######## block 1 ########
Fig. 1: block 1, met2 routing
The bar under the picture is 20 um long.
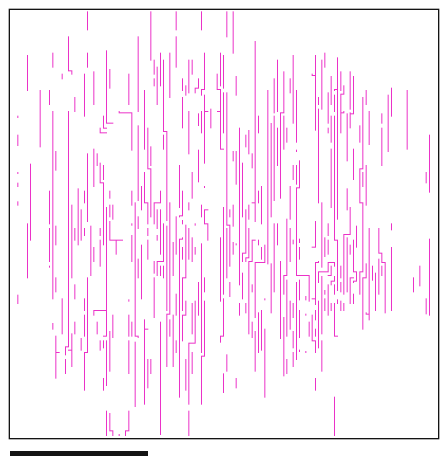
Fig. 2: block 1, nets reached from selected ports
The bar under the picture is 20 um long.
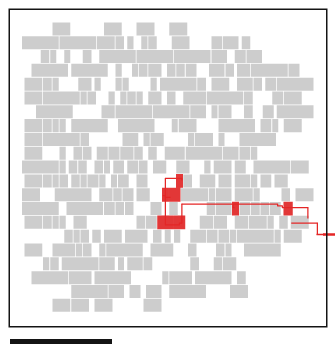
File: src/rtl/bf_pkg.sv
// Shared definitions for the Brainfuck program loader: FSM encoding, frame sync byte, checksum width.
// Latency: n/a (types and constants only).
// Backpressure: n/a.
package bf_pkg;

    localparam logic [7:0] SYNC_BYTE = 8'hA5;
    localparam int         CSUM_W    = 8;

    typedef enum logic [2:0] {
        IDLE      = 3'd0,
        HALT_WAIT = 3'd1,
        LEN       = 3'd2,
        DATA      = 3'd3,
        CSUM      = 3'd4,
        START     = 3'd5,
        ERR       = 3'd6
    } state_t;

endpackage

File: src/rtl/bf_prog_loader.sv
// Loads a framed program (A5, N, N opcodes, XOR checksum) from a UART byte stream into program memory.
// Latency: one write strobe the cycle after each data byte; start_o one cycle after a good checksum.
// Backpressure: none, the stream cannot be stalled; optional inter-byte timeout under LOADER_TIMEOUT_EN.
module bf_prog_loader
    import bf_pkg::*;
#(
    parameter int ADDR_W      = 3,
    parameter int TIMEOUT_CYC = 65535
) (
    input  logic              clk_i,
    input  logic              rst_i,
    input  logic              rx_valid_i,
    input  logic [7:0]        rx_data_i,
    input  logic              cpu_busy_i,
    output logic              prog_we_o,
    output logic [ADDR_W-1:0] prog_waddr_o,
    output logic [7:0]        prog_wdata_o,
    output logic              halt_o,
    output logic              start_o,
    output logic              loading_o,
    output logic              err_o
);

    localparam int CNT_W   = ADDR_W + 1;
    localparam int MAX_LEN = 1 << ADDR_W;

    state_t              state_q, state_d;
    logic [CNT_W-1:0]    cnt_q;
    logic [7:0]          len_q;
    logic [CSUM_W-1:0]   csum_q;
    logic                err_q;
    logic                we_q;
    logic [ADDR_W-1:0]   waddr_q;
    logic [7:0]          wdata_q;
    logic                sync_hit;
    logic                len_bad;
    logic                last_byte;
    logic                tmo_hit;

    assign sync_hit  = rx_valid_i && (rx_data_i == SYNC_BYTE);
    assign len_bad   = (rx_data_i == 8'd0) || (int'(rx_data_i) > MAX_LEN);
    assign last_byte = (int'(cnt_q) + 1) == int'(len_q);

`ifdef LOADER_TIMEOUT_EN
    logic [31:0] tmo_q;

    // Counts silent cycles while a frame body is expected; any byte or leaving the body restarts it.
    always_ff @(posedge clk_i) begin
        if (!rst_i) begin
            tmo_q <= '0;
        end else if (rx_valid_i || !(state_q inside {LEN, DATA, CSUM})) begin
            tmo_q <= '0;
        end else begin
            tmo_q <= tmo_q + 32'd1;
        end
    end

    assign tmo_hit = (tmo_q == 32'(TIMEOUT_CYC));
`else
    assign tmo_hit = 1'b0;
`endif

    always_ff @(posedge clk_i) begin
        if (!rst_i) begin
            state_q <= IDLE;
        end else begin
            state_q <= state_d;
        end
    end

    always_comb begin
        state_d = state_q;
        case (state_q)
            IDLE:      if (sync_hit) state_d = HALT_WAIT;
            HALT_WAIT: begin
                if (rx_valid_i)       state_d = ERR;
                else if (!cpu_busy_i) state_d = LEN;
            end
            LEN: begin
                if (rx_valid_i)   state_d = len_bad ? ERR : DATA;
                else if (tmo_hit) state_d = ERR;
            end
            DATA: begin
                if (rx_valid_i)   state_d = last_byte ? CSUM : DATA;
                else if (tmo_hit) state_d = ERR;
            end
            CSUM: begin
                if (rx_valid_i)   state_d = (rx_data_i == csum_q) ? START : ERR;
                else if (tmo_hit) state_d = ERR;
            end
            START:   state_d = IDLE;
            ERR:     state_d = IDLE;
            default: state_d = IDLE;
        endcase
    end

    always_ff @(posedge clk_i) begin
        if (!rst_i) begin
            cnt_q   <= '0;
            len_q   <= '0;
            csum_q  <= '0;
            err_q   <= 1'b0;
            we_q    <= 1'b0;
            waddr_q <= '0;
            wdata_q <= '0;
        end else begin
            we_q <= 1'b0;
            case (state_q)
                IDLE: begin
                    if (sync_hit) begin
                        err_q  <= 1'b0;
                        csum_q <= '0;
                        cnt_q  <= '0;
                    end
                end
                LEN: begin
                    if (rx_valid_i && !len_bad) begin
                        len_q  <= rx_data_i;
                        csum_q <= csum_q ^ rx_data_i;
                    end
                end
                DATA: begin
                    // Writes are committed immediately; an error later in the frame leaves them in place.
                    if (rx_valid_i) begin
                        we_q    <= 1'b1;
                        waddr_q <= cnt_q[ADDR_W-1:0];
                        wdata_q <= rx_data_i;
                        cnt_q   <= cnt_q + 1'b1;
                        csum_q  <= csum_q ^ rx_data_i;
                    end
                end
                ERR:     err_q <= 1'b1;
                default: ;
            endcase
        end
    end

    assign prog_we_o    = we_q;
    assign prog_waddr_o = waddr_q;
    assign prog_wdata_o = wdata_q;
    assign halt_o       = (state_q != IDLE);
    assign loading_o    = (state_q != IDLE);
    assign start_o      = (state_q == START);
    assign err_o        = err_q;

endmodule

File: config.mk
export PLATFORM = sky130hd
export DESIGN_NAME = bf_prog_loader
export DESIGN_NICKNAME = d
export VERILOG_FILES = /design/src/rtl/bf_pkg.sv /design/src/rtl/bf_prog_loader.sv
export SDC_FILE = /design/constraint.sdc
export NUM_CORES = 1
export LEC_CHECK = 0
export CORE_MARGIN = 2
export CORE_UTILIZATION = 55
export CTS_CLUSTER_DIAMETER = 200
export DETAILED_ROUTE_END_ITERATION = 8
export GPL_ROUTABILITY_DRIVEN = 0
export HOLD_SLACK_MARGIN = 0.12
export MAX_ROUTING_LAYER = met4
export PLACE_DENSITY = 0.81
export SYNTH_ARGS = -nofsm -noshare
export SYNTH_HDL_FRONTEND = slang
export SYNTH_SLANG_ARGS = --single-unit
File: constraint.sdc
create_clock -name clk_i -period 6.02 [get_ports clk_i]
set_input_delay 1.204 -clock clk_i [delete_from_list [all_inputs] [get_ports clk_i]]
set_output_delay 1.204 -clock clk_i [all_outputs]
set_load 0.01 [all_outputs]
==> out/metrics.yaml <==
critical_path:
  worstSetupEndpoint: "halt_o"
  crit_slowest_cell: "clkdlybuf4s50_1"
  crit_path_start: "state_q[1]"
  arrival_ps: 2030
routing:
  drtIter0Drc: 159
  route.detailed.drc: 0
  ant_nets: 0
  first_pass_iters: 4
synth:
  common_cells: "dfxtp_1 (36), a21oi_1 (34), nand2_1 (25), nor2_1 (17), inv_1 (10)"
  synth_warnings: 0
  yosys-stat-area_um2: 1860
  post-synth-top-area-cell: "dfxtp_1"
  area_leaders: "dfxtp_1 (39%), a21oi_1 (9.1%), nand2_1 (5.0%)"
  synth-seq-area-share_pct: 38.7
  flop_cell: "dfxtp_1"
  mux_share_pct: 2.15
  most_common_cell: "dfxtp_1"
  syn_area_um2: 1860
placed_design:
  dp.cells: 288
sta:
  rsz0062_at_grt: "false"
  fin_worst_skew_ps: 1.92
  finalSetupViolCount: 0
  finalCritPeriodShare_pct: 53.8
  final_hold_viol_count: 0
  relSlewSlack_pct: 29.3
  tightest_slew_ps: 1050
clock_tree:
  cts_tree: "built"
  ctsLongestPathBuffers: 2
  cts_made_buffers: 5
  hold_buffers: 0
power:
  p_leak_nw: 0.772
  power_frac_comb_pct: 6.0
  power_density_nw_per_um2: 181
  clockPowerShare_pct: 33.3
die:
  pin_count: 28
  die_y_um: 62.2
  die_w_um: 62.2
  tap-cell-count: 46
min_path:
  hold_path.class: "reg -> reg"
cells_and_area:
  layout.cells.most_common: "dfxtp_1"
  final-seq-area_um2: 721
  buf_share_pct: 12.8
  flop-count: 36
  final_area_um2: 2160
  nNonClkInverters: 10
global_routing:
  grt_max_degree: 30
  antenna_found_initial: 0
outcome:
  status: "complete, no violations"
## Picture notes: Fig. 1
The longest straight run is 34.2 um. The layer holds 45% of the routed length. 214 nets have wire on it. The wires run mostly vertical. The layer carries 1830 um of wire.
vias: 1673
final wirelength: 4.09 mm

## Picture notes: Fig. 2
Red marks rx_valid_i, direction input, edge right, end cells 7, buffers 1, wire 58.8 um.

## power by group through the flow
| stage | sequential [mW] | combinational, mW | clock (mW) |
|---|---|---|---|
| global placement | 0.244 | 0.0231 | 0 |
| CTS | 0.238 | 0.0235 | 0.134 |
| finish | 0.238 | 0.0235 | 0.131 |
| floorplan | 0.244 | 0.00917 | 0 |
| detailed placement | 0.244 | 0.0233 | 0 |
| global route | 0.238 | 0.0257 | 0.144 |
## layer usage
layer | track usage (%) | wire (um)
met1 | 29.1 | 1980
met2 | 35.2 | 1830
met3 | 7.25 | 214
met4 | 7.50 | 56
met5 | - | 0
## how the worst min path moves through the flow
stage | end | slack (ps) | depth (start not counted)
finish | prog_waddr_o[2] | 460 | 2
global route | prog_wdata_o[6] | 490 | 2
CTS | prog_waddr_o[1] | 470 | 2
detailed placement | prog_wdata_o[1] | 450 | 2
global placement | prog_waddr_o[2] | 440 | 2
floorplan | len_q[6] | 440 | 1
## flip-flops by register name, indices dropped and copies added, names as in the netlist
| register | count |
|---|---|
| cnt_q | 4 |
| csum_q | 8 |
| err_o | 1 |
| len_q | 8 |
| prog_waddr_o | 3 |
| prog_wdata_o | 8 |
| prog_we_o | 1 |
| state_q | 3 |

######## block 2 ########
Fig. 3: block 2, where the registers sit
Other sequential cells in the stronger grey, the rest of the logic in the fainter grey.
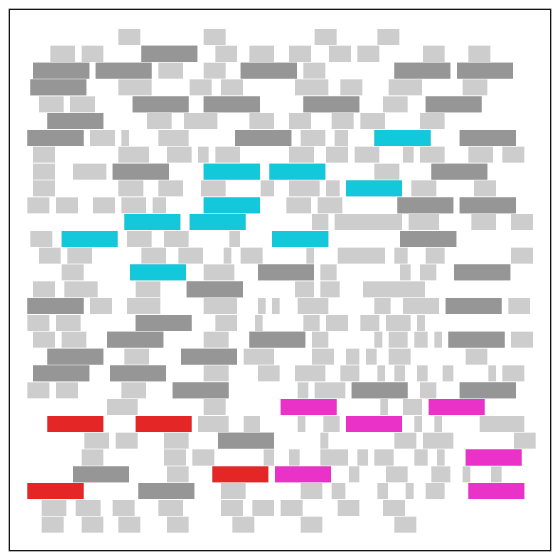
Fig. 4: block 2, nets reached from selected ports
The bar under the picture is 20 um long.
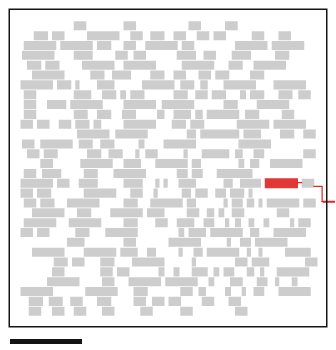
Fig. 5: block 2, metal layers overlaid
Only two layers are drawn.
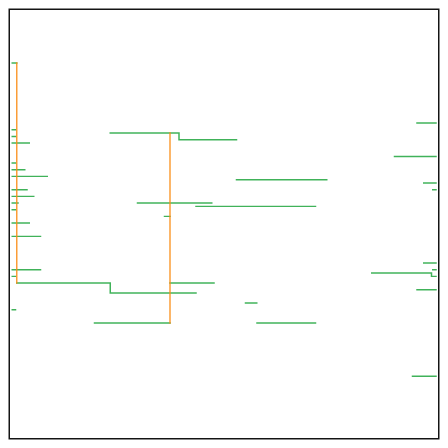
[config.mk]
export PLATFORM = sky130hd
export DESIGN_NAME = card_list_reader
export DESIGN_NICKNAME = d
export VERILOG_FILES = /design/src/rtl/card_list_reader.sv
export SDC_FILE = /design/constraint.sdc
export NUM_CORES = 1
export LEC_CHECK = 0
export CELL_PAD_IN_SITES_DETAIL_PLACEMENT = 1
export CELL_PAD_IN_SITES_GLOBAL_PLACEMENT = 1
export CORE_MARGIN = 2
export CORE_UTILIZATION = 38
export CTS_BUF_LIST = sky130_fd_sc_hd__clkbuf_8
export CTS_CLUSTER_DIAMETER = 120
export DETAILED_ROUTE_END_ITERATION = 8
export PLACE_DENSITY_LB_ADDON = 0.08
export SYNTH_ARGS = -nofsm -noshare
export SYNTH_HDL_FRONTEND = slang
export SYNTH_SLANG_ARGS = --single-unit
[constraint.sdc]
create_clock -name clock -period 2.8 [get_ports clock]
set_input_delay 0.28 -clock clock [delete_from_list [all_inputs] [get_ports clock]]
set_output_delay 0.28 -clock clock [all_outputs]
set_load 0.05 [all_outputs]
[src/rtl/card_list_reader.sv]
// Walks a linked list of cards in a ram1024x32 and streams each card out
// over a valid/ready handshake; read-only, aborts on a free word or runaway list.
module card_list_reader #(
   parameter int MAX_CARDS = 52,
   parameter int CNT_W     = 6
) (
   input  logic             clock,
   input  logic             resetn,
   input  logic             start,
   input  logic [9:0]       head_addr,
   output logic [9:0]       ram_addr,
   input  logic [31:0]      ram_q,
   output logic             card_valid,
   input  logic             card_ready,
   output logic [3:0]       card_value,
   output logic [1:0]       card_suit,
   output logic [9:0]       card_addr,
   output logic             busy,
   output logic             done,
   output logic             error,
   output logic [CNT_W-1:0] count
);

   typedef enum logic [2:0] {IDLE, FETCH, READ, PRESENT, FINISH} state_t;

   localparam logic [CNT_W-1:0] MAX_CNT = CNT_W'(MAX_CARDS);

   state_t     state;
   logic [9:0] cur;
   logic [9:0] nxt;

   // Reserved-zero fields of the card word are not interpreted.
   logic unused_ram_bits;
   assign unused_ram_bits = ^{ram_q[30:22], ram_q[15:10]};

   // ram_addr is loaded on entry to FETCH so the address is on the RAM
   // during FETCH and the word comes back during READ.
   always_ff @(posedge clock or negedge resetn) begin
      if (!resetn) begin
         state      <= IDLE;
         cur        <= '0;
         nxt        <= '0;
         ram_addr   <= '0;
         card_valid <= 1'b0;
         card_value <= '0;
         card_suit  <= '0;
         card_addr  <= '0;
         busy       <= 1'b0;
         done       <= 1'b0;
         error      <= 1'b0;
         count      <= '0;
      end else begin
         done <= 1'b0;
         case (state)
            IDLE: begin
               if (start) begin
                  cur   <= head_addr;
                  count <= '0;
                  error <= 1'b0;
                  busy  <= 1'b1;
                  if (head_addr == 10'd0) begin
                     done  <= 1'b1;
                     state <= FINISH;
                  end else begin
                     ram_addr <= head_addr;
                     state    <= FETCH;
                  end
               end
            end
            FETCH: state <= READ;
            READ: begin
               if (!ram_q[31]) begin
                  error <= 1'b1;
                  done  <= 1'b1;
                  state <= FINISH;
               end else begin
                  card_value <= ram_q[19:16];
                  card_suit  <= ram_q[21:20];
                  card_addr  <= cur;
                  nxt        <= ram_q[9:0];
                  card_valid <= 1'b1;
                  state      <= PRESENT;
               end
            end
            PRESENT: begin
               if (card_ready) begin
                  card_valid <= 1'b0;
                  count      <= count + 1'b1;
                  if (nxt == 10'd0) begin
                     done  <= 1'b1;
                     state <= FINISH;
                  end else if (count + 1'b1 == MAX_CNT) begin
                     // Loop guard: a cyclic or corrupt list stops here.
                     error <= 1'b1;
                     done  <= 1'b1;
                     state <= FINISH;
                  end else begin
                     cur      <= nxt;
                     ram_addr <= nxt;
                     state    <= FETCH;
                  end
               end
            end
            FINISH: begin
               busy  <= 1'b0;
               state <= IDLE;
            end
            default: begin
               busy  <= 1'b0;
               state <= IDLE;
            end
         endcase
      end
   end

endmodule

==> out/metrics.yaml <==
synth:
  ys.flops: 59
  ys_cells: 185
  async_flop_share_pct: 100
  syn_inst: 185
  post-synth-top-area-cell: "dfrtp_1"
  most_common_cell: "dfrtp_1"
  synth-seq-area-share_pct: 56.0
  avgSynthCellArea_um2: 14.3
  syn_area_um2: 2640
  syn_nets: 232
clock_tree:
  ctsResizeCount: 0
  cts.sinks: 59
  path_clk_slew_ps: 70
  cts_made_buffers: 9
  ctsLongestPathBuffers: 2
routing:
  highest_layer: "met4"
  vias: 1774
  wire_per_inst_um: 16.6
  dr_wl_met2_mm: 2.64
  routed_wirelength_mm: 5.74
  first_pass_iters: 4
  drtIter0Drc: 107
critical_path:
  end_kind: "register"
  crit_chain: "or4_4 -> or4b_4 -> o211ai_4 -> mux2_2"
  start_kind: "register"
  cp_max_fo: 11
  critical_path.top_delay_family: "simple AND/OR/NAND/NOR gates"
  crit_slowest_cell: "or4b_4"
  criticalPathCategory: "reg -> reg"
global_routing:
  grt.busiest_layer: "met1"
  use_met1_pct: 23.8
  antenna_found_initial: 0
  grt_first_pass_wirelength_mm: 9.43
  grt_pass1_vias: 1805
cells_and_area:
  final-clk-cell-share_pct: 5.41
  seq_share_pct: 41.2
  nNonClkInverters: 3
  comb_cells: 114
  dominant_cells: "sequential cells"
  post-route-util_pct: 53.1
sta:
  finalCritPeriodShare_pct: 82.5
  final_hold_viol_count: 0
  slew_violations: 0
  tns_ps: 0
  finalWorstSetupSlack_ps: 490
  relSlewSlack_pct: 54.3
  rsz0062_at_grt: "false"
power:
  power_density_nw_per_um2: 1290
  p_total_mw: 4.61
  clockPowerShare_pct: 16.4
  p_leak_nw: 1.55
outcome:
  status: "complete, no violations"
die:
  core.rowCount: 30
flow_run:
  max_cap_viol_count: 0
placed_design:
  dpl_worst_slack_ps: 314
  place_area_um2: 3380
  place_congestion: 0.785
About Fig. 3:
Red marks card_value, sequential cells 4, where bottom left. Cyan marks nxt, sequential cells 10. Magenta marks count, sequential cells 6.
Another 39 sequential cells are not coloured.

About Fig. 4:
Red marks done, direction output, edge right, end cells 1, buffers 1, wire 9.00 um.
IO Pins: 82
IO Port Bufs: 66

About Fig. 5:
Green marks metal 3, wire length 247 um. Orange marks metal 4, wire length 83.6 um.

cell usage in the layout (no fill, tap or decap), types with 2 or more instances in the layout:
cell type	instances
clkdlybuf4s50_1	65
dfrtp_1	59
mux2_2	45
clkbuf_8	10
nor2_1	9
mux2_4	8
nand2_1	6
nand3_1	5
buf_4	5
inv_1	4
xor2_1	4
nor4_1	3
o21ai_0	3
clkinv_2	3
or4b_4	2
o221ai_1	2
a21oi_1	2
a311oi_1	2
a31oi_1	2
path summary, 6_finish.rpt:
kind | startpoint | endpoint | slack, ps | cells past startpoint
max | nxt[2] | ram_addr[7] | 490 | 4
min in group asynchronous | resetn | card_value[1] | 540 | 2
min | card_valid | card_valid | 490 | 1
max in group asynchronous | resetn | card_addr[5] | 1660 | 3
max reg2reg | nxt[2] | ram_addr[7] | 490 | 4
min reg2reg | card_valid | card_valid | 490 | 1
logic make-up after synthesis:
family	Yosys count	synth area share, %
flops	59	56.0
mux	54	24.1
simple gates	38	8.96
compound gates	17	5.88
buf+inv	12	3.27
xor+xnor	4	1.33
fa+ha+maj	1	0.474
timing repair:
action | in CTS | in global routing
buffers inserted | 0 | 0
hold endpoints to repair | 27 | 0
hold buffers | 1 | 0

######## block 3 ########
<file path="src/rtl/rom_word_serializer.sv">
// -----------------------------------------------------------------------------
// rom_word_serializer
//
// Drives the address bus of a small word ROM and streams its contents off-chip
// as a single serial bitstream. A transfer is either one word (manual_en=1) or
// a whole frame starting at address 0. Each word is fetched and then shifted
// out MSB-first under valid/ready flow control.
//
// Ports:
//   clk          clock, all logic on the rising edge
//   rst          synchronous reset, active-high
//   start        begin a transfer (looked at only while idle)
//   abort        cancel a transfer in progress, no done pulse
//   manual_en    1 = single word at manual_addr, 0 = full frame from 0
//   manual_addr  word address used in single-word mode
//   rom_addr     registered ROM address
//   rom_data     ROM word, valid ROM_LAT cycles after rom_addr changes
//   ser_out      serial data bit (0 whenever ser_valid is low)
//   ser_valid    ser_out carries a bit
//   ser_ready    downstream takes the bit when ser_valid && ser_ready
//   word_sync    marks the first bit of every word
//   frame_sync   marks the first bit of word 0 in full-frame mode
//   busy         a transfer is in progress (fetching or shifting)
//   done         one-cycle pulse after the last bit of a normal transfer
//
// ROM_LAT must lie in 0..3; the fetch wait counter is two bits wide.
// -----------------------------------------------------------------------------
module rom_word_serializer #(
    parameter int ADDR_W  = 3,
    parameter int DATA_W  = 16,
    parameter int ROM_LAT = 0
) (
    input  logic              clk,
    input  logic              rst,
    input  logic              start,
    input  logic              abort,
    input  logic              manual_en,
    input  logic [ADDR_W-1:0] manual_addr,
    output logic [ADDR_W-1:0] rom_addr,
    input  logic [DATA_W-1:0] rom_data,
    output logic              ser_out,
    output logic              ser_valid,
    input  logic              ser_ready,
    output logic              word_sync,
    output logic              frame_sync,
    output logic              busy,
    output logic              done
);

    // The bit counter must be able to hold DATA_W, the value it reaches after
    // the final bit of a word is accepted.
    localparam int                CNT_W     = $clog2(DATA_W + 1);
    localparam logic [ADDR_W-1:0] LAST_ADDR = '1;
    localparam logic [CNT_W-1:0]  LAST_BIT  = CNT_W'(DATA_W - 1);
    localparam logic [1:0]        LAT_LAST  = 2'(ROM_LAT);

    typedef enum logic [1:0] {
        S_IDLE  = 2'd0,
        S_FETCH = 2'd1,
        S_SHIFT = 2'd2,
        S_DONE  = 2'd3
    } state_t;

    state_t             state_q, state_d;
    logic [ADDR_W-1:0]  addr_q, addr_d;
    logic [DATA_W-1:0]  shreg_q, shreg_d;
    logic [CNT_W-1:0]   bitcnt_q, bitcnt_d;
    logic [1:0]         wait_q, wait_d;
    logic               manual_q, manual_d;

    logic accept;
    logic fetch_last;
    logic word_last;
    logic frame_last;

    assign accept     = (state_q == S_SHIFT) && ser_ready;
    assign fetch_last = (wait_q == LAT_LAST);
    assign word_last  = (bitcnt_q == LAST_BIT);
    // The frame ends on its last address; the address never wraps.
    assign frame_last = manual_q || (addr_q == LAST_ADDR);

    // -------------------------------------------------------------------------
    // State register
    // -------------------------------------------------------------------------
    always_ff @(posedge clk) begin
        if (rst) begin
            state_q <= S_IDLE;
        end else begin
            state_q <= state_d;
        end
    end

    // -------------------------------------------------------------------------
    // Next-state logic
    // -------------------------------------------------------------------------
    always_comb begin
        state_d = state_q;
        unique case (state_q)
            S_IDLE: begin
                if (start) begin
                    state_d = S_FETCH;
                end
            end
            S_FETCH: begin
                if (abort) begin
                    state_d = S_IDLE;
                end else if (fetch_last) begin
                    state_d = S_SHIFT;
                end
            end
            S_SHIFT: begin
                if (abort) begin
                    state_d = S_IDLE;
                end else if (accept && word_last) begin
                    state_d = frame_last ? S_DONE : S_FETCH;
                end
            end
            S_DONE: begin
                state_d = S_IDLE;
            end
        endcase
    end

    // -------------------------------------------------------------------------
    // Datapath registers: address, mode, fetch wait, shifter and bit count
    // -------------------------------------------------------------------------
    always_comb begin
        addr_d   = addr_q;
        manual_d = manual_q;
        wait_d   = wait_q;
        shreg_d  = shreg_q;
        bitcnt_d = bitcnt_q;
        unique case (state_q)
            S_IDLE: begin
                if (start) begin
                    manual_d = manual_en;
                    addr_d   = manual_en ? manual_addr : '0;
                    wait_d   = 2'd0;
                end
            end
            S_FETCH: begin
                // rom_addr is held for the whole fetch; the word is captured
                // on the edge that closes the last fetch cycle.
                if (!abort) begin
                    if (fetch_last) begin
                        shreg_d  = rom_data;
                        bitcnt_d = '0;
                    end else begin
                        wait_d = wait_q + 2'd1;
                    end
                end
            end
            S_SHIFT: begin
                if (!abort && accept) begin
                    shreg_d  = shreg_q << 1;
                    bitcnt_d = bitcnt_q + 1'b1;
                    // Advance the address on the same edge as the last bit so
                    // the next fetch starts with a stable address.
                    if (word_last && !frame_last) begin
                        addr_d = addr_q + 1'b1;
                        wait_d = 2'd0;
                    end
                end
            end
            S_DONE: begin
                // rom_addr keeps its final value until the next start.
            end
        endcase
    end

    always_ff @(posedge clk) begin
        if (rst) begin
            addr_q   <= '0;
            manual_q <= 1'b0;
            wait_q   <= 2'd0;
            shreg_q  <= '0;
            bitcnt_q <= '0;
        end else begin
            addr_q   <= addr_d;
            manual_q <= manual_d;
            wait_q   <= wait_d;
            shreg_q  <= shreg_d;
            bitcnt_q <= bitcnt_d;
        end
    end

    // -------------------------------------------------------------------------
    // Outputs: decoded from registered state only, so ser_ready never reaches
    // ser_valid combinationally. During a stall every register feeding these
    // outputs holds, so the outputs hold too.
    // -------------------------------------------------------------------------
    always_comb begin
        ser_valid = 1'b0;
        busy      = 1'b0;
        done      = 1'b0;
        unique case (state_q)
            S_IDLE:  ;
            S_FETCH: busy = 1'b1;
            S_SHIFT: begin
                ser_valid = 1'b1;
                busy      = 1'b1;
            end
            S_DONE:  done = 1'b1;
        endcase
        ser_out    = ser_valid & shreg_q[DATA_W-1];
        word_sync  = ser_valid && (bitcnt_q == '0);
        frame_sync = word_sync && !manual_q && (addr_q == '0);
        rom_addr   = addr_q;
    end

endmodule

</file>
<file path="config.mk">
export PLATFORM = sky130hd
export DESIGN_NAME = rom_word_serializer
export DESIGN_NICKNAME = d
export VERILOG_FILES = /design/src/rtl/rom_word_serializer.sv
export SDC_FILE = /design/constraint.sdc
export NUM_CORES = 1
export LEC_CHECK = 0
export ABC_AREA = 1
export CAP_MARGIN = 5
export CELL_PAD_IN_SITES_DETAIL_PLACEMENT = 1
export CELL_PAD_IN_SITES_GLOBAL_PLACEMENT = 1
export CORE_MARGIN = 10
export CORE_UTILIZATION = 32
export DETAILED_ROUTE_END_ITERATION = 6
export PLACE_DENSITY = 0.73
export SETUP_SLACK_MARGIN = 0.02
export SLEW_MARGIN = 20
export SYNTH_ARGS = -nofsm -noshare
export SYNTH_HDL_FRONTEND = slang
export SYNTH_SLANG_ARGS = --single-unit
</file>
<file path="constraint.sdc">
create_clock -name clk -period 1.4 [get_ports clk]
set_input_delay 0.28 -clock clk [delete_from_list [all_inputs] [get_ports clk]]
set_output_delay 0.28 -clock clk [all_outputs]
set_load 0.1 [all_outputs]
</file>
Fig. 6: block 3, nets reached from selected ports
The bar under the picture is 20 um long.
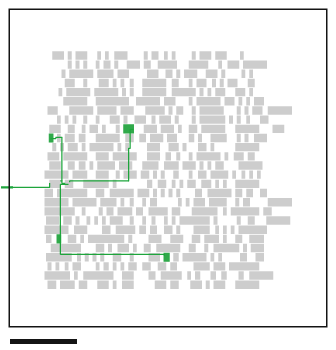
Green marks rst, direction input, edge left, end cells 4, buffers 2, wire 120 um.

Fig. 7: block 3, where the registers sit
Other sequential cells in the stronger grey, the rest of the logic in the fainter grey.
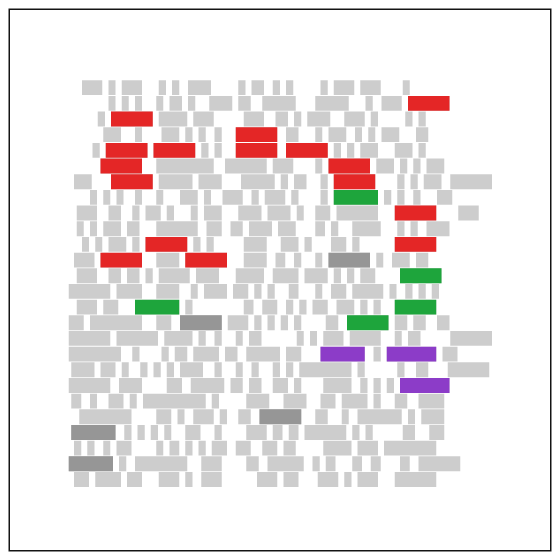
Purple marks rom_addr, sequential cells 3. Red marks shreg_q, sequential cells 16. Green marks bitcnt_q, sequential cells 5.
Another 5 sequential cells are not coloured.
Register Area: 594 um^2
sequential group power: 1.46 mW
Final Util: 60.5%

Fig. 8: block 3, met2 routing
The bar under the picture is 20 um long.
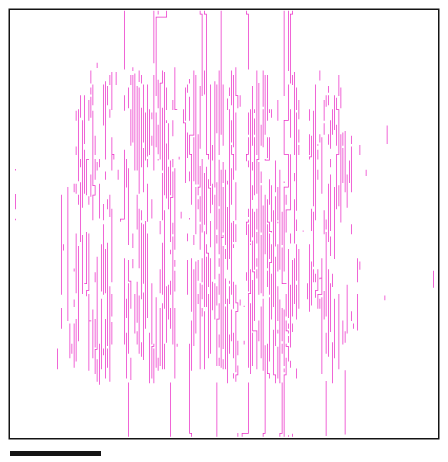
The layer holds 53% of the routed length. The layer carries 4170 um of wire. The wires run mostly vertical.

==> out/metrics.yaml <==
placed_design:
  io_buffers: 33
  dpl_worst_slack_ps: -304
  place_area_um2: 2470
sta:
  finalWorstSetupSlack_ps: -408
  fin_worst_skew_ps: 6.57
  finalCritPeriodShare_pct: 129
  tns_ps: -8290
  fin_hold_ws_ps: 483
  finalSetupViolCount: 34
outcome:
  status: "complete, but fails checks"
  violations: "negative setup slack"
critical_path:
  reg2reg_slack_ps: -330
  criticalPathCategory: "reg -> out"
  start_kind: "register"
  cp.depth: 5
routing:
  dr_wl_met2_mm: 4.17
  met3_length_um: 336
  first_pass_iters: 4
  route.detailed.drc: 0
  vias: 2078
  ant_nets: 0
  wire_per_inst_um: 18.8
min_path:
  hold_path_depth: 2
  hold_path.class: "reg -> reg"
cells_and_area:
  layout.cells.most_common: "nand2_1"
  final_area_um2: 3150
synth:
  synth-seq-area-share_pct: 33.4
  logic_family: "simple AND/OR/NAND/NOR gates"
  simple_gate_share_pct: 38.3
  syn_nets: 309
  area_leaders: "dfxtp_1 (33%), nand2_1 (19%), nor2_1 (13%)"
  post-synth-top-area-cell: "dfxtp_1"
  xor_share_pct: 0
  syn_inst: 271
global_routing:
  grt_pass1_vias: 2239
  grt_overflow_total: 0
  use_met1_pct: 17.2
clock_tree:
  cts.htree.levels: 2
  ctsResizeCount: 68
  postCtsSetupRepairBufs: 12
  clk_latency_ps: 300
  hold_buffers: 0
die:
  fp-utilization_pct: 33.4
  die_area_um2: 8780
flow_run:
  warnings: 36
power:
  power_frac_comb_pct: 68.2
  p_leak_nw: 1.41
  cell_internal_pwr_mw: 3.92
## power by group through the flow
stage          Combinational (mW)  Clock (mW)  Sequential, mW
2_1_floorplan                2.04           0            1.68
3_3_place_gp                 3.52           0            1.37
3_5_place_dp                 3.64           0            1.39
4_1_cts                      4.52       0.934            1.38
5_1_grt                      5.48       0.966            1.49
6_report                     5.13       0.932            1.46
## registers in the layout, indices dropped and copies added (netlist names)
register  cells
bitcnt_q      5
manual_q      1
shreg_q      16
rom_addr      3
wait_q        2
state_q       2
## final cells by class
class / count / share of cell area [%]
tap: 70 / 2.78
sequential: 29 / 18.9
multi-input combinational: 205 / 41.2
timing repair buffer: 79 / 28.5
timing repair inverter: 3 / 1.15
clock inverter: 1 / 0.954
clock buffer: 7 / 2.74
inverter: 26 / 3.86
## cell usage after synthesis
library cell and instances:
nand2_1 87, nor2_1 61, dfxtp_1 29, inv_1 23, o21ai_1 18, ha_1 13, nand3_1 10, a21oi_1 4
buf_2 4, o21ai_0 3, buf_6 2, clkbuf_1 2, nand3b_1 2, nand4_1 2, and2_1 1, buf_12 1
buf_4 1, clkbuf_2 1, inv_2 1, inv_4 1, inv_6 1, nand2_4 1, nand3_2 1, nor4_1 1
o21ai_4 1

######## block 4 ########
Fig. 9: block 4, nets reached from selected ports
The bar under the picture is 20 um long.
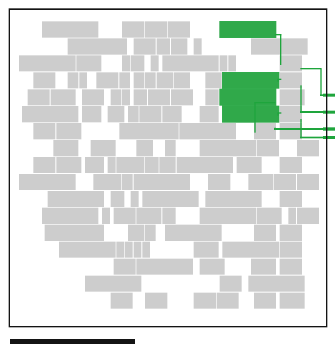
Fig. 10: block 4, cell placement
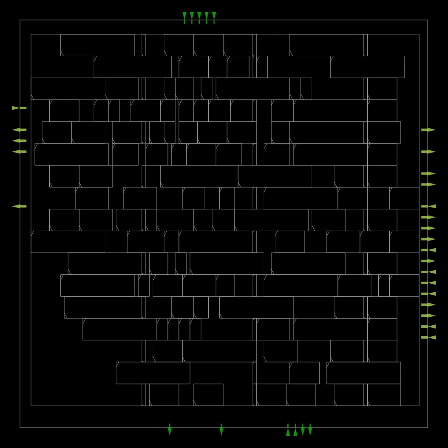
[config.mk]
export PLATFORM = sky130hd
export DESIGN_NAME = fifo_rd_arbiter_flat
export DESIGN_NICKNAME = d
export VERILOG_FILES = /design/src/rtl/fifo_rd_arbiter_if.sv /design/src/rtl/fifo_rd_arbiter.sv /design/src/flat_wrapper.sv
export SDC_FILE = /design/constraint.sdc
export NUM_CORES = 1
export LEC_CHECK = 0
export CAP_MARGIN = 20
export CORE_UTILIZATION = 50
export DETAILED_ROUTE_END_ITERATION = 10
export GPL_TIMING_DRIVEN = 1
export PLACE_DENSITY = 0.81
export SKIP_CTS_REPAIR_TIMING = 1
export SLEW_MARGIN = 40
export SYNTH_ARGS = -nofsm -noshare
export SYNTH_HDL_FRONTEND = slang
export SYNTH_SLANG_ARGS = --single-unit
[constraint.sdc]
create_clock -name clk -period 4 [get_ports clk]
set_clock_uncertainty 0.05 [all_clocks]
set_input_delay 0.8 -clock clk [delete_from_list [all_inputs] [get_ports clk]]
set_output_delay 0.8 -clock clk [all_outputs]
set_load 0.01 [all_outputs]
[src/rtl/fifo_rd_arbiter_if.sv]
// fifo_rd_arbiter_if: read-port bundle between the FIFO, the arbiter
// and its consumers. slave = arbiter side, master = FIFO/consumer side.
interface fifo_rd_arbiter_if #(
  parameter int NUM_REQ    = 4,
  parameter int DATA_WIDTH = 8
);
  logic [NUM_REQ-1:0]    req;
  logic                  fifo_empty;
  logic                  fifo_rd_en;
  logic [DATA_WIDTH-1:0] fifo_rd_data;
  logic [NUM_REQ-1:0]    grant;
  logic [DATA_WIDTH-1:0] rd_data;
  logic [NUM_REQ-1:0]    rd_valid;
  logic                  busy;

  modport slave (
    input  req,
    input  fifo_empty,
    input  fifo_rd_data,
    output fifo_rd_en,
    output grant,
    output rd_data,
    output rd_valid,
    output busy
  );

  modport master (
    output req,
    output fifo_empty,
    output fifo_rd_data,
    input  fifo_rd_en,
    input  grant,
    input  rd_data,
    input  rd_valid,
    input  busy
  );
endinterface

[src/rtl/fifo_rd_arbiter.sv]
// fifo_rd_arbiter: round-robin burst scheduler for the FIFO read port.
// Ports: clk, rst (async, active-high), bus (req/empty/data in; rd_en/grant/rd_data/rd_valid/busy out).
module fifo_rd_arbiter #(
  parameter int NUM_REQ    = 4,
  parameter int DATA_WIDTH = 8,
  parameter int MAX_BURST  = 4
) (
  input  logic             clk,
  input  logic             rst,
  fifo_rd_arbiter_if.slave bus
);

  localparam int IW = $clog2(NUM_REQ);
  localparam int BW = $clog2(MAX_BURST + 1);
  localparam logic [BW-1:0] LAST_BEAT = BW'(MAX_BURST - 1);

  typedef enum logic {
    IDLE,
    BURST
  } state_e;

  state_e                state_q, state_d;
  logic [NUM_REQ-1:0]    grant_q, grant_d;
  logic [IW-1:0]         owner_q, owner_d;
  logic [IW-1:0]         last_q, last_d;
  logic [BW-1:0]         beat_q, beat_d;
  logic [IW-1:0]         win;
  logic                  found;
  logic                  rd_en;

  logic                  pend_q;
  logic [IW-1:0]         pidx_q;
  logic [DATA_WIDTH-1:0] rd_data_q;
  logic [NUM_REQ-1:0]    rd_valid_q;

  // Scan upward from the requester after the last owner, so the
  // previous owner is considered only after everyone else.
  always_comb begin
    win   = last_q;
    found = 1'b0;
    for (int k = 1; k <= NUM_REQ; k++) begin
      if (!found && bus.req[(int'(last_q) + k) % NUM_REQ]) begin
        found = 1'b1;
        win   = IW'((int'(last_q) + k) % NUM_REQ);
      end
    end
  end

  always_comb begin
    state_d = state_q;
    grant_d = grant_q;
    owner_d = owner_q;
    last_d  = last_q;
    beat_d  = beat_q;
    rd_en   = 1'b0;
    unique case (state_q)
      IDLE: begin
        if ((|bus.req) && !bus.fifo_empty) begin
          state_d = BURST;
          owner_d = win;
          grant_d = NUM_REQ'(1) << win;
          beat_d  = '0;
        end
      end
      BURST: begin
        rd_en = bus.req[owner_q] & ~bus.fifo_empty;
        if (rd_en) begin
          beat_d = beat_q + 1'b1;
        end
        if ((rd_en && (beat_q == LAST_BEAT)) ||
            !bus.req[owner_q] || bus.fifo_empty) begin
          state_d = IDLE;
          grant_d = '0;
          last_d  = owner_q;
        end
      end
      default: state_d = IDLE;
    endcase
  end

  always_ff @(posedge clk or posedge rst) begin
    if (rst) begin
      state_q <= IDLE;
      grant_q <= '0;
      owner_q <= '0;
      last_q  <= IW'(NUM_REQ - 1);
      beat_q  <= '0;
    end else begin
      state_q <= state_d;
      grant_q <= grant_d;
      owner_q <= owner_d;
      last_q  <= last_d;
      beat_q  <= beat_d;
    end
  end

  // Return path runs on its own so the last beat still lands after
  // the FSM has already released the grant.
  always_ff @(posedge clk or posedge rst) begin
    if (rst) begin
      pend_q     <= 1'b0;
      pidx_q     <= '0;
      rd_valid_q <= '0;
      rd_data_q  <= '0;
    end else begin
      pend_q <= rd_en;
      pidx_q <= owner_q;
      if (pend_q) begin
        rd_valid_q <= NUM_REQ'(1) << pidx_q;
        rd_data_q  <= bus.fifo_rd_data;
      end else begin
        rd_valid_q <= '0;
      end
    end
  end

  assign bus.fifo_rd_en = rd_en;
  assign bus.grant      = grant_q;
  assign bus.rd_data    = rd_data_q;
  assign bus.rd_valid   = rd_valid_q;
  assign bus.busy       = (state_q == BURST);

endmodule

[src/flat_wrapper.sv]
// flat-port wrapper written by rule: the top's interface ports become plain ports
module fifo_rd_arbiter_flat 
#(
  parameter int NUM_REQ    = 4,
  parameter int DATA_WIDTH = 8,
  parameter int MAX_BURST  = 4
)
  (clk, rst, bus_req, bus_fifo_empty, bus_fifo_rd_data, bus_fifo_rd_en, bus_grant, bus_rd_data, bus_rd_valid, bus_busy);
  fifo_rd_arbiter_if #(.NUM_REQ(NUM_REQ), .DATA_WIDTH(DATA_WIDTH)) bus_i ();
  input  logic clk;
  input  logic rst;
  input wire logic [$bits(bus_i.req)-1:0] bus_req;
  input wire logic [$bits(bus_i.fifo_empty)-1:0] bus_fifo_empty;
  input wire logic [$bits(bus_i.fifo_rd_data)-1:0] bus_fifo_rd_data;
  output wire logic [$bits(bus_i.fifo_rd_en)-1:0] bus_fifo_rd_en;
  output wire logic [$bits(bus_i.grant)-1:0] bus_grant;
  output wire logic [$bits(bus_i.rd_data)-1:0] bus_rd_data;
  output wire logic [$bits(bus_i.rd_valid)-1:0] bus_rd_valid;
  output wire logic [$bits(bus_i.busy)-1:0] bus_busy;
  assign bus_i.req = bus_req;
  assign bus_i.fifo_empty = bus_fifo_empty;
  assign bus_i.fifo_rd_data = bus_fifo_rd_data;
  assign bus_fifo_rd_en = bus_i.fifo_rd_en;
  assign bus_grant = bus_i.grant;
  assign bus_rd_data = bus_i.rd_data;
  assign bus_rd_valid = bus_i.rd_valid;
  assign bus_busy = bus_i.busy;
  fifo_rd_arbiter #(.NUM_REQ(NUM_REQ), .DATA_WIDTH(DATA_WIDTH), .MAX_BURST(MAX_BURST)) u_core (.clk(clk), .rst(rst), .bus(bus_i));
endmodule
==> out/metrics.yaml <==
min_path:
  hold_path_end: "u_core.bus.rd_valid[1]"
  hold_path.class: "reg -> reg"
die:
  fp-utilization_pct: 53.2
  die_area_um2: 2570
sta:
  tns_ps: 0
  period_needed_ps: 3440
cells_and_area:
  comb_cells: 58
  nNonClkInverters: 5
routing:
  first_pass_iters: 4
critical_path:
  end_kind: "output port"
  cp.depth: 6
  cp_max_fo: 5
synth:
  synth-seq-area-share_pct: 57.1
  edf_count: 0
power:
  p_clk_mw: 0.113
  swShare_pct: 32.2
global_routing:
  grtUsageMet2_pct: 34.0
outcome:
  status: "complete, no violations"
## Picture notes: Fig. 9
Green marks bus_rd_valid, direction output, edge right, end cells 4, buffers 4, wire 44.8 um.
IO Pins: 33
IO Port Bufs: 32

## Picture notes: Fig. 10
fillers: 163
# Taps: 28

-- flip-flops by register name, indices dropped and copies added, names as in the netlist --
name                 flops
u_core.bus.rd_data       8
u_core.bus.grant         4
u_core.bus.rd_valid      4
u_core.beat_q            3
u_core.last_q            2
u_core.owner_q           2
u_core.pidx_q            2
u_core.bus.busy          1
u_core.pend_q            1
-- kinds of logic (layout without fill, tap and decap cells) --
family	after synthesis	in the layout
and+or+nand+nor	24	24
adders and majority gates	2	2
DFF	27	27
muxes	15	15
buffers and inverters	7	41
AOI/OAI and AO/OA	17	17
-- cell usage in the layout (no fill, tap or decap) --
cell type        count
o21ai_0              5
or3b_4               1
mux2i_1              5
ha_1                 2
a21oi_1              2
nor3b_1              2
o21a_1               1
clkdlybuf4s50_1     32
nor3_1               2
and3b_1              1
inv_1                4
and3_1               1
nand2b_1             2
nand2_1              5
and2_4               1
a21o_1               1
or2b_1               1
o21ai_2              1
nor2_1               4
mux2_2              10
a221o_1              1
o221ai_4             1
dfstp_2              2
clkbuf_1             1
or3_1                2
a221oi_1             1
a32o_2               4
nor4_1               1
nor2b_1              1
clkbuf_4             3
inv_2                1
dfrtp_1             25

######## block 5 ########
Fig. 11: block 5, cell placement
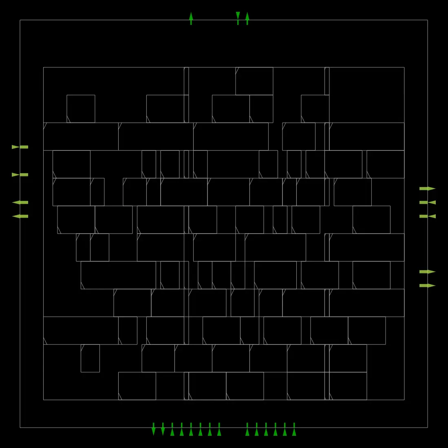
Fig. 12: block 5, signal metal coverage by tile
The die is cut into 8 by 8 equal tiles; white is low, dark blue is high, scaled to the fullest tile. Values are wire area over tile area, all layers added.
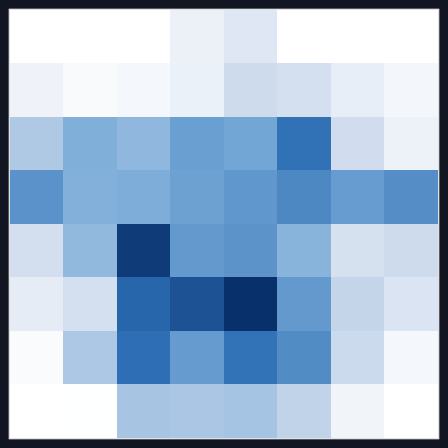
Fig. 13: block 5, metal layers overlaid
Only two layers are drawn.
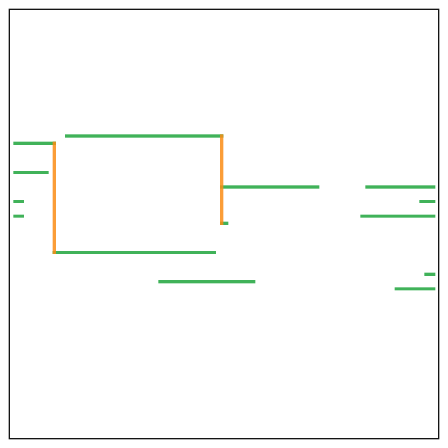
==> src/rtl/perm_pkg.sv <==
// Shared types and helpers for the bit-permutation arbiter.
package perm_pkg;

    typedef enum logic [1:0] {
        PERM_PASS = 2'd0,
        PERM_REV  = 2'd1,
        PERM_ROT  = 2'd2,
        PERM_RSVD = 2'd3
    } perm_mode_t;

    function automatic logic perm_is_legal(input perm_mode_t mode);
        return (mode != PERM_RSVD);
    endfunction

endpackage

==> src/rtl/perm_net.sv <==
// Combinational W-bit permutation network: pass-through, bit-reverse or rotate-right-by-one.
module perm_net
    import perm_pkg::*;
#(
    parameter int W = 4
) (
    input  logic [W-1:0] in,
    input  perm_mode_t   mode,
    output logic [W-1:0] out
);

    logic [W-1:0] rev;

    always_comb begin
        rev = '0;
        for (int i = 0; i < W; i++) begin
            rev[i] = in[W-1-i];
        end
    end

    // The reserved mode falls through to pass-through; flagging it is the caller's job.
    always_comb begin
        case (mode)
            PERM_REV: out = rev;
            PERM_ROT: out = {in[0], in[W-1:1]};
            default:  out = in;
        endcase
    end

endmodule

==> src/rtl/perm_rr_arbiter.sv <==
// Two-requester round-robin arbiter sharing one permutation network, feeding a single-entry output register.
module perm_rr_arbiter
    import perm_pkg::*;
#(
    parameter int W = 4
) (
    input  logic                clk,
    input  logic                rst,
    input  logic [1:0]          req_valid,
    output logic [1:0]          req_ready,
    input  logic [1:0][W-1:0]   req_data,
    input  logic [1:0][1:0]     req_mode,
    output logic                out_valid,
    input  logic                out_ready,
    output logic [W-1:0]        out_data,
    output logic                out_id,
    output logic                err
);

    logic         ptr_q, ptr_d;
    logic         valid_q, valid_d;
    logic [W-1:0] data_q, data_d;
    logic         id_q, id_d;
    logic         err_q, err_d;

    logic [1:0]   grant;
    logic         space;
    logic         xfer;
    logic         sel;
    perm_mode_t   sel_mode;
    logic [W-1:0] perm_out;

    always_comb begin
        grant = '0;
        if (req_valid == 2'b11) begin
            grant[ptr_q] = 1'b1;
        end else begin
            grant = req_valid;
        end
    end

    assign space     = !valid_q || out_ready;
    assign req_ready = rst ? 2'b00 : (grant & {2{space}});
    assign xfer      = |(req_valid & req_ready);
    assign sel       = grant[1];
    assign sel_mode  = perm_mode_t'(req_mode[sel]);

    perm_net #(.W(W)) u_perm_net (
        .in   (req_data[sel]),
        .mode (sel_mode),
        .out  (perm_out)
    );

    always_comb begin
        ptr_d   = ptr_q;
        valid_d = valid_q;
        data_d  = data_q;
        id_d    = id_q;
        err_d   = err_q;
        if (xfer) begin
            data_d  = perm_out;
            id_d    = sel;
            valid_d = 1'b1;
            ptr_d   = ~sel;
            if (!perm_is_legal(sel_mode)) begin
                err_d = 1'b1;
            end
        end else if (out_ready) begin
            valid_d = 1'b0;
        end
    end

    always_ff @(posedge clk) begin
        if (rst) begin
            ptr_q   <= 1'b0;
            valid_q <= 1'b0;
            data_q  <= '0;
            id_q    <= 1'b0;
            err_q   <= 1'b0;
        end else begin
            ptr_q   <= ptr_d;
            valid_q <= valid_d;
            data_q  <= data_d;
            id_q    <= id_d;
            err_q   <= err_d;
        end
    end

    assign out_valid = valid_q;
    assign out_data  = data_q;
    assign out_id    = id_q;
    assign err       = err_q;

endmodule

==> config.mk <==
export PLATFORM = sky130hd
export DESIGN_NAME = perm_rr_arbiter
export DESIGN_NICKNAME = d
export VERILOG_FILES = /design/src/rtl/perm_pkg.sv /design/src/rtl/perm_net.sv /design/src/rtl/perm_rr_arbiter.sv
export SDC_FILE = /design/constraint.sdc
export NUM_CORES = 1
export LEC_CHECK = 0
export CORE_MARGIN = 2
export CORE_UTILIZATION = 36
export CTS_CLUSTER_DIAMETER = 80
export DETAILED_ROUTE_END_ITERATION = 16
export GPL_TIMING_DRIVEN = 1
export PLACE_DENSITY = 0.88
export SKIP_CTS_REPAIR_TIMING = 1
export SYNTH_ARGS = -nofsm -noshare
export SYNTH_HDL_FRONTEND = slang
export SYNTH_SLANG_ARGS = --single-unit
export TNS_END_PERCENT = 100
==> constraint.sdc <==
create_clock -name clk -period 2.65 [get_ports clk]
set_input_delay 0.265 -clock clk [delete_from_list [all_inputs] [get_ports clk]]
set_output_delay 0.265 -clock clk [all_outputs]
set_load 0.005 [all_outputs]
==> out/metrics.yaml <==
outcome:
  status: "complete, no violations"
clock_tree:
  ctsLongestPathBuffers: 2
  root_buffer: "clkbuf_4"
  path_clk_slew_ps: 50
  cts.htree.levels: 1
synth:
  flop_cell: "dfxtp_1"
  yosys-stat-area_um2: 467
  most_common_cell: "dfxtp_1"
  syn_inst: 50
  ys_sh_aoi_pct: 31.6
  avgSynthCellArea_um2: 9.33
  area_leaders: "dfxtp_1 (34%), mux2i_1 (8.6%), ha_1 (8.0%)"
  syn_nets: 70
  netlist.area_leader.share_pct: 34.3
  mux_share_pct: 13.4
min_path:
  hp-start: "out_id"
flow_run:
  max_cap_viol_count: 0
cells_and_area:
  nets: 101
  final-seq-area_um2: 160
  fill_cells: 98
  lay_top_cells: "clkdlybuf4s50_1 (25), dfxtp_1 (8), a21oi_1 (5), mux2i_1 (4), o21ai_0 (4)"
  layout.cells.most_common: "clkdlybuf4s50_1"
  comb_area_um2: 292
placed_design:
  place_congestion: 0.865
  dpl.hpwl_um: 977
  dp.cells: 90
die:
  die_w_um: 40.0
  core_um2: 1160
  pin_count: 26
critical_path:
  worst_r2r_startpoint: "ptr_q"
  cp_max_fo: 5
  criticalPathCategory: "in -> out"
  cp.depth: 6
  arrival_ps: 1880
  crit_chain: "clkdlybuf4s50_1 -> inv_2 -> o21ai_4 -> and2b_2 -> and2_1 -> clkdlybuf4s50_1"
routing:
  via_per_inst: 5.19
  routed_wirelength_mm: 1.20
  ant_nets: 0
  wl_met1_um: 550
sta:
  clock.fmax_ghz: 0.467
  tns_ps: 0
  finalCritPeriodShare_pct: 80.9
global_routing:
  grt_util_all_layers_pct: 20.3
  grt_first_pass_wirelength_mm: 2.04
  grt_max_degree: 10
  grt_overflow_total: 0
About Fig. 11:
# Taps: 14
Final Util: 66.1%

About Fig. 12:
31% of the tiles are over half the peak. The mean over all tiles is 0.12. 14% of the tiles are nearly empty. The fullest tile reaches 0.37.

About Fig. 13:
Orange marks metal 4, wire length 18.4 um. Green marks metal 3, wire length 73.8 um.

-- through the flow --
step / setup WS (ps) / power, mW / hold WS [ps] / instance area (um^2)
final: 507 / 0.348 / 484 / 764
after global routing: 351 / 0.375 / 518 / 764
after CTS: 509 / 0.354 / 493 / 764
after detailed placement: 280 / 0.257 / 480 / 742
after global placement: 322 / 0.254 / 455 / 742
after floorplan: 792 / 0.195 / 334 / 467
-- registers in the layout, indices dropped and copies added, names as in the netlist --
register   count
out_data       4
err            1
out_id         1
out_valid      1
ptr_q          1
-- per-layer routing --
layer	track usage [%]	up-vias
li1	-	246
met1	22.0	218
met2	33.5	14
met3	10.0	5
met4	7.76	0
met5	0	-
-- kinds of logic (layout without fill, tap and decap cells) --
family,Yosys count,count (layout)
adders and majority gates,3,3
muxes,6,6
AOI/OAI and AO/OA,20,20
buffers and inverters,4,33
and+or+nand+nor,9,9
DFF,8,8
-- cell type report --
type	instances	share of cell area, %
Clock buffer	3	2.95
Inverter	4	1.96
Multi-Input combinational cell	38	38.1
Sequential cell	8	20.9
Tap cell	14	2.29
Timing Repair Buffer	26	33.7
-- power by group --
group,switching [mW],internal (mW)
Sequential,0.00773,0.132
Combinational,0.0453,0.0698
Clock,0.0407,0.0518


==> notes/layouts.md <==
Pictures saved along the way, in no particular order.

Cell placement.
picture 1
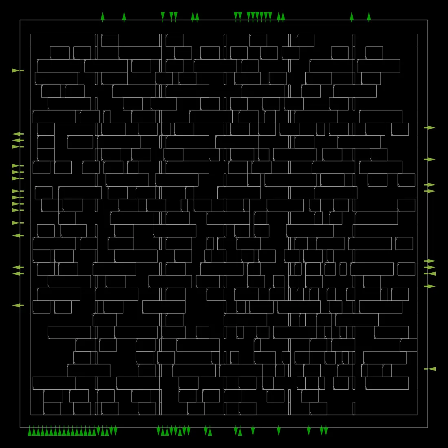
picture 2
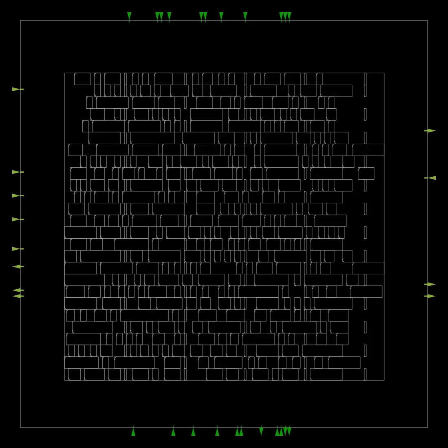
picture 3
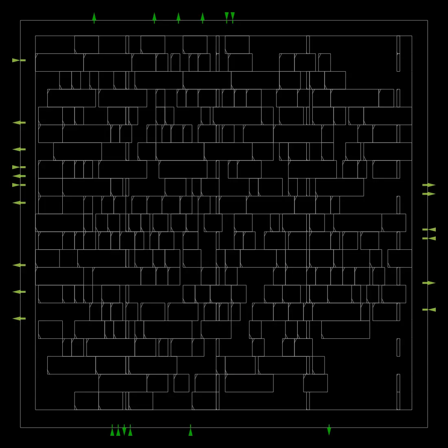
block 1 -> picture 3
block 2 -> picture 1
block 3 -> picture 2
Of these, most cells: picture 2
Of these, most sequential cells: picture 1

Power and IR drop assume default switching activity.
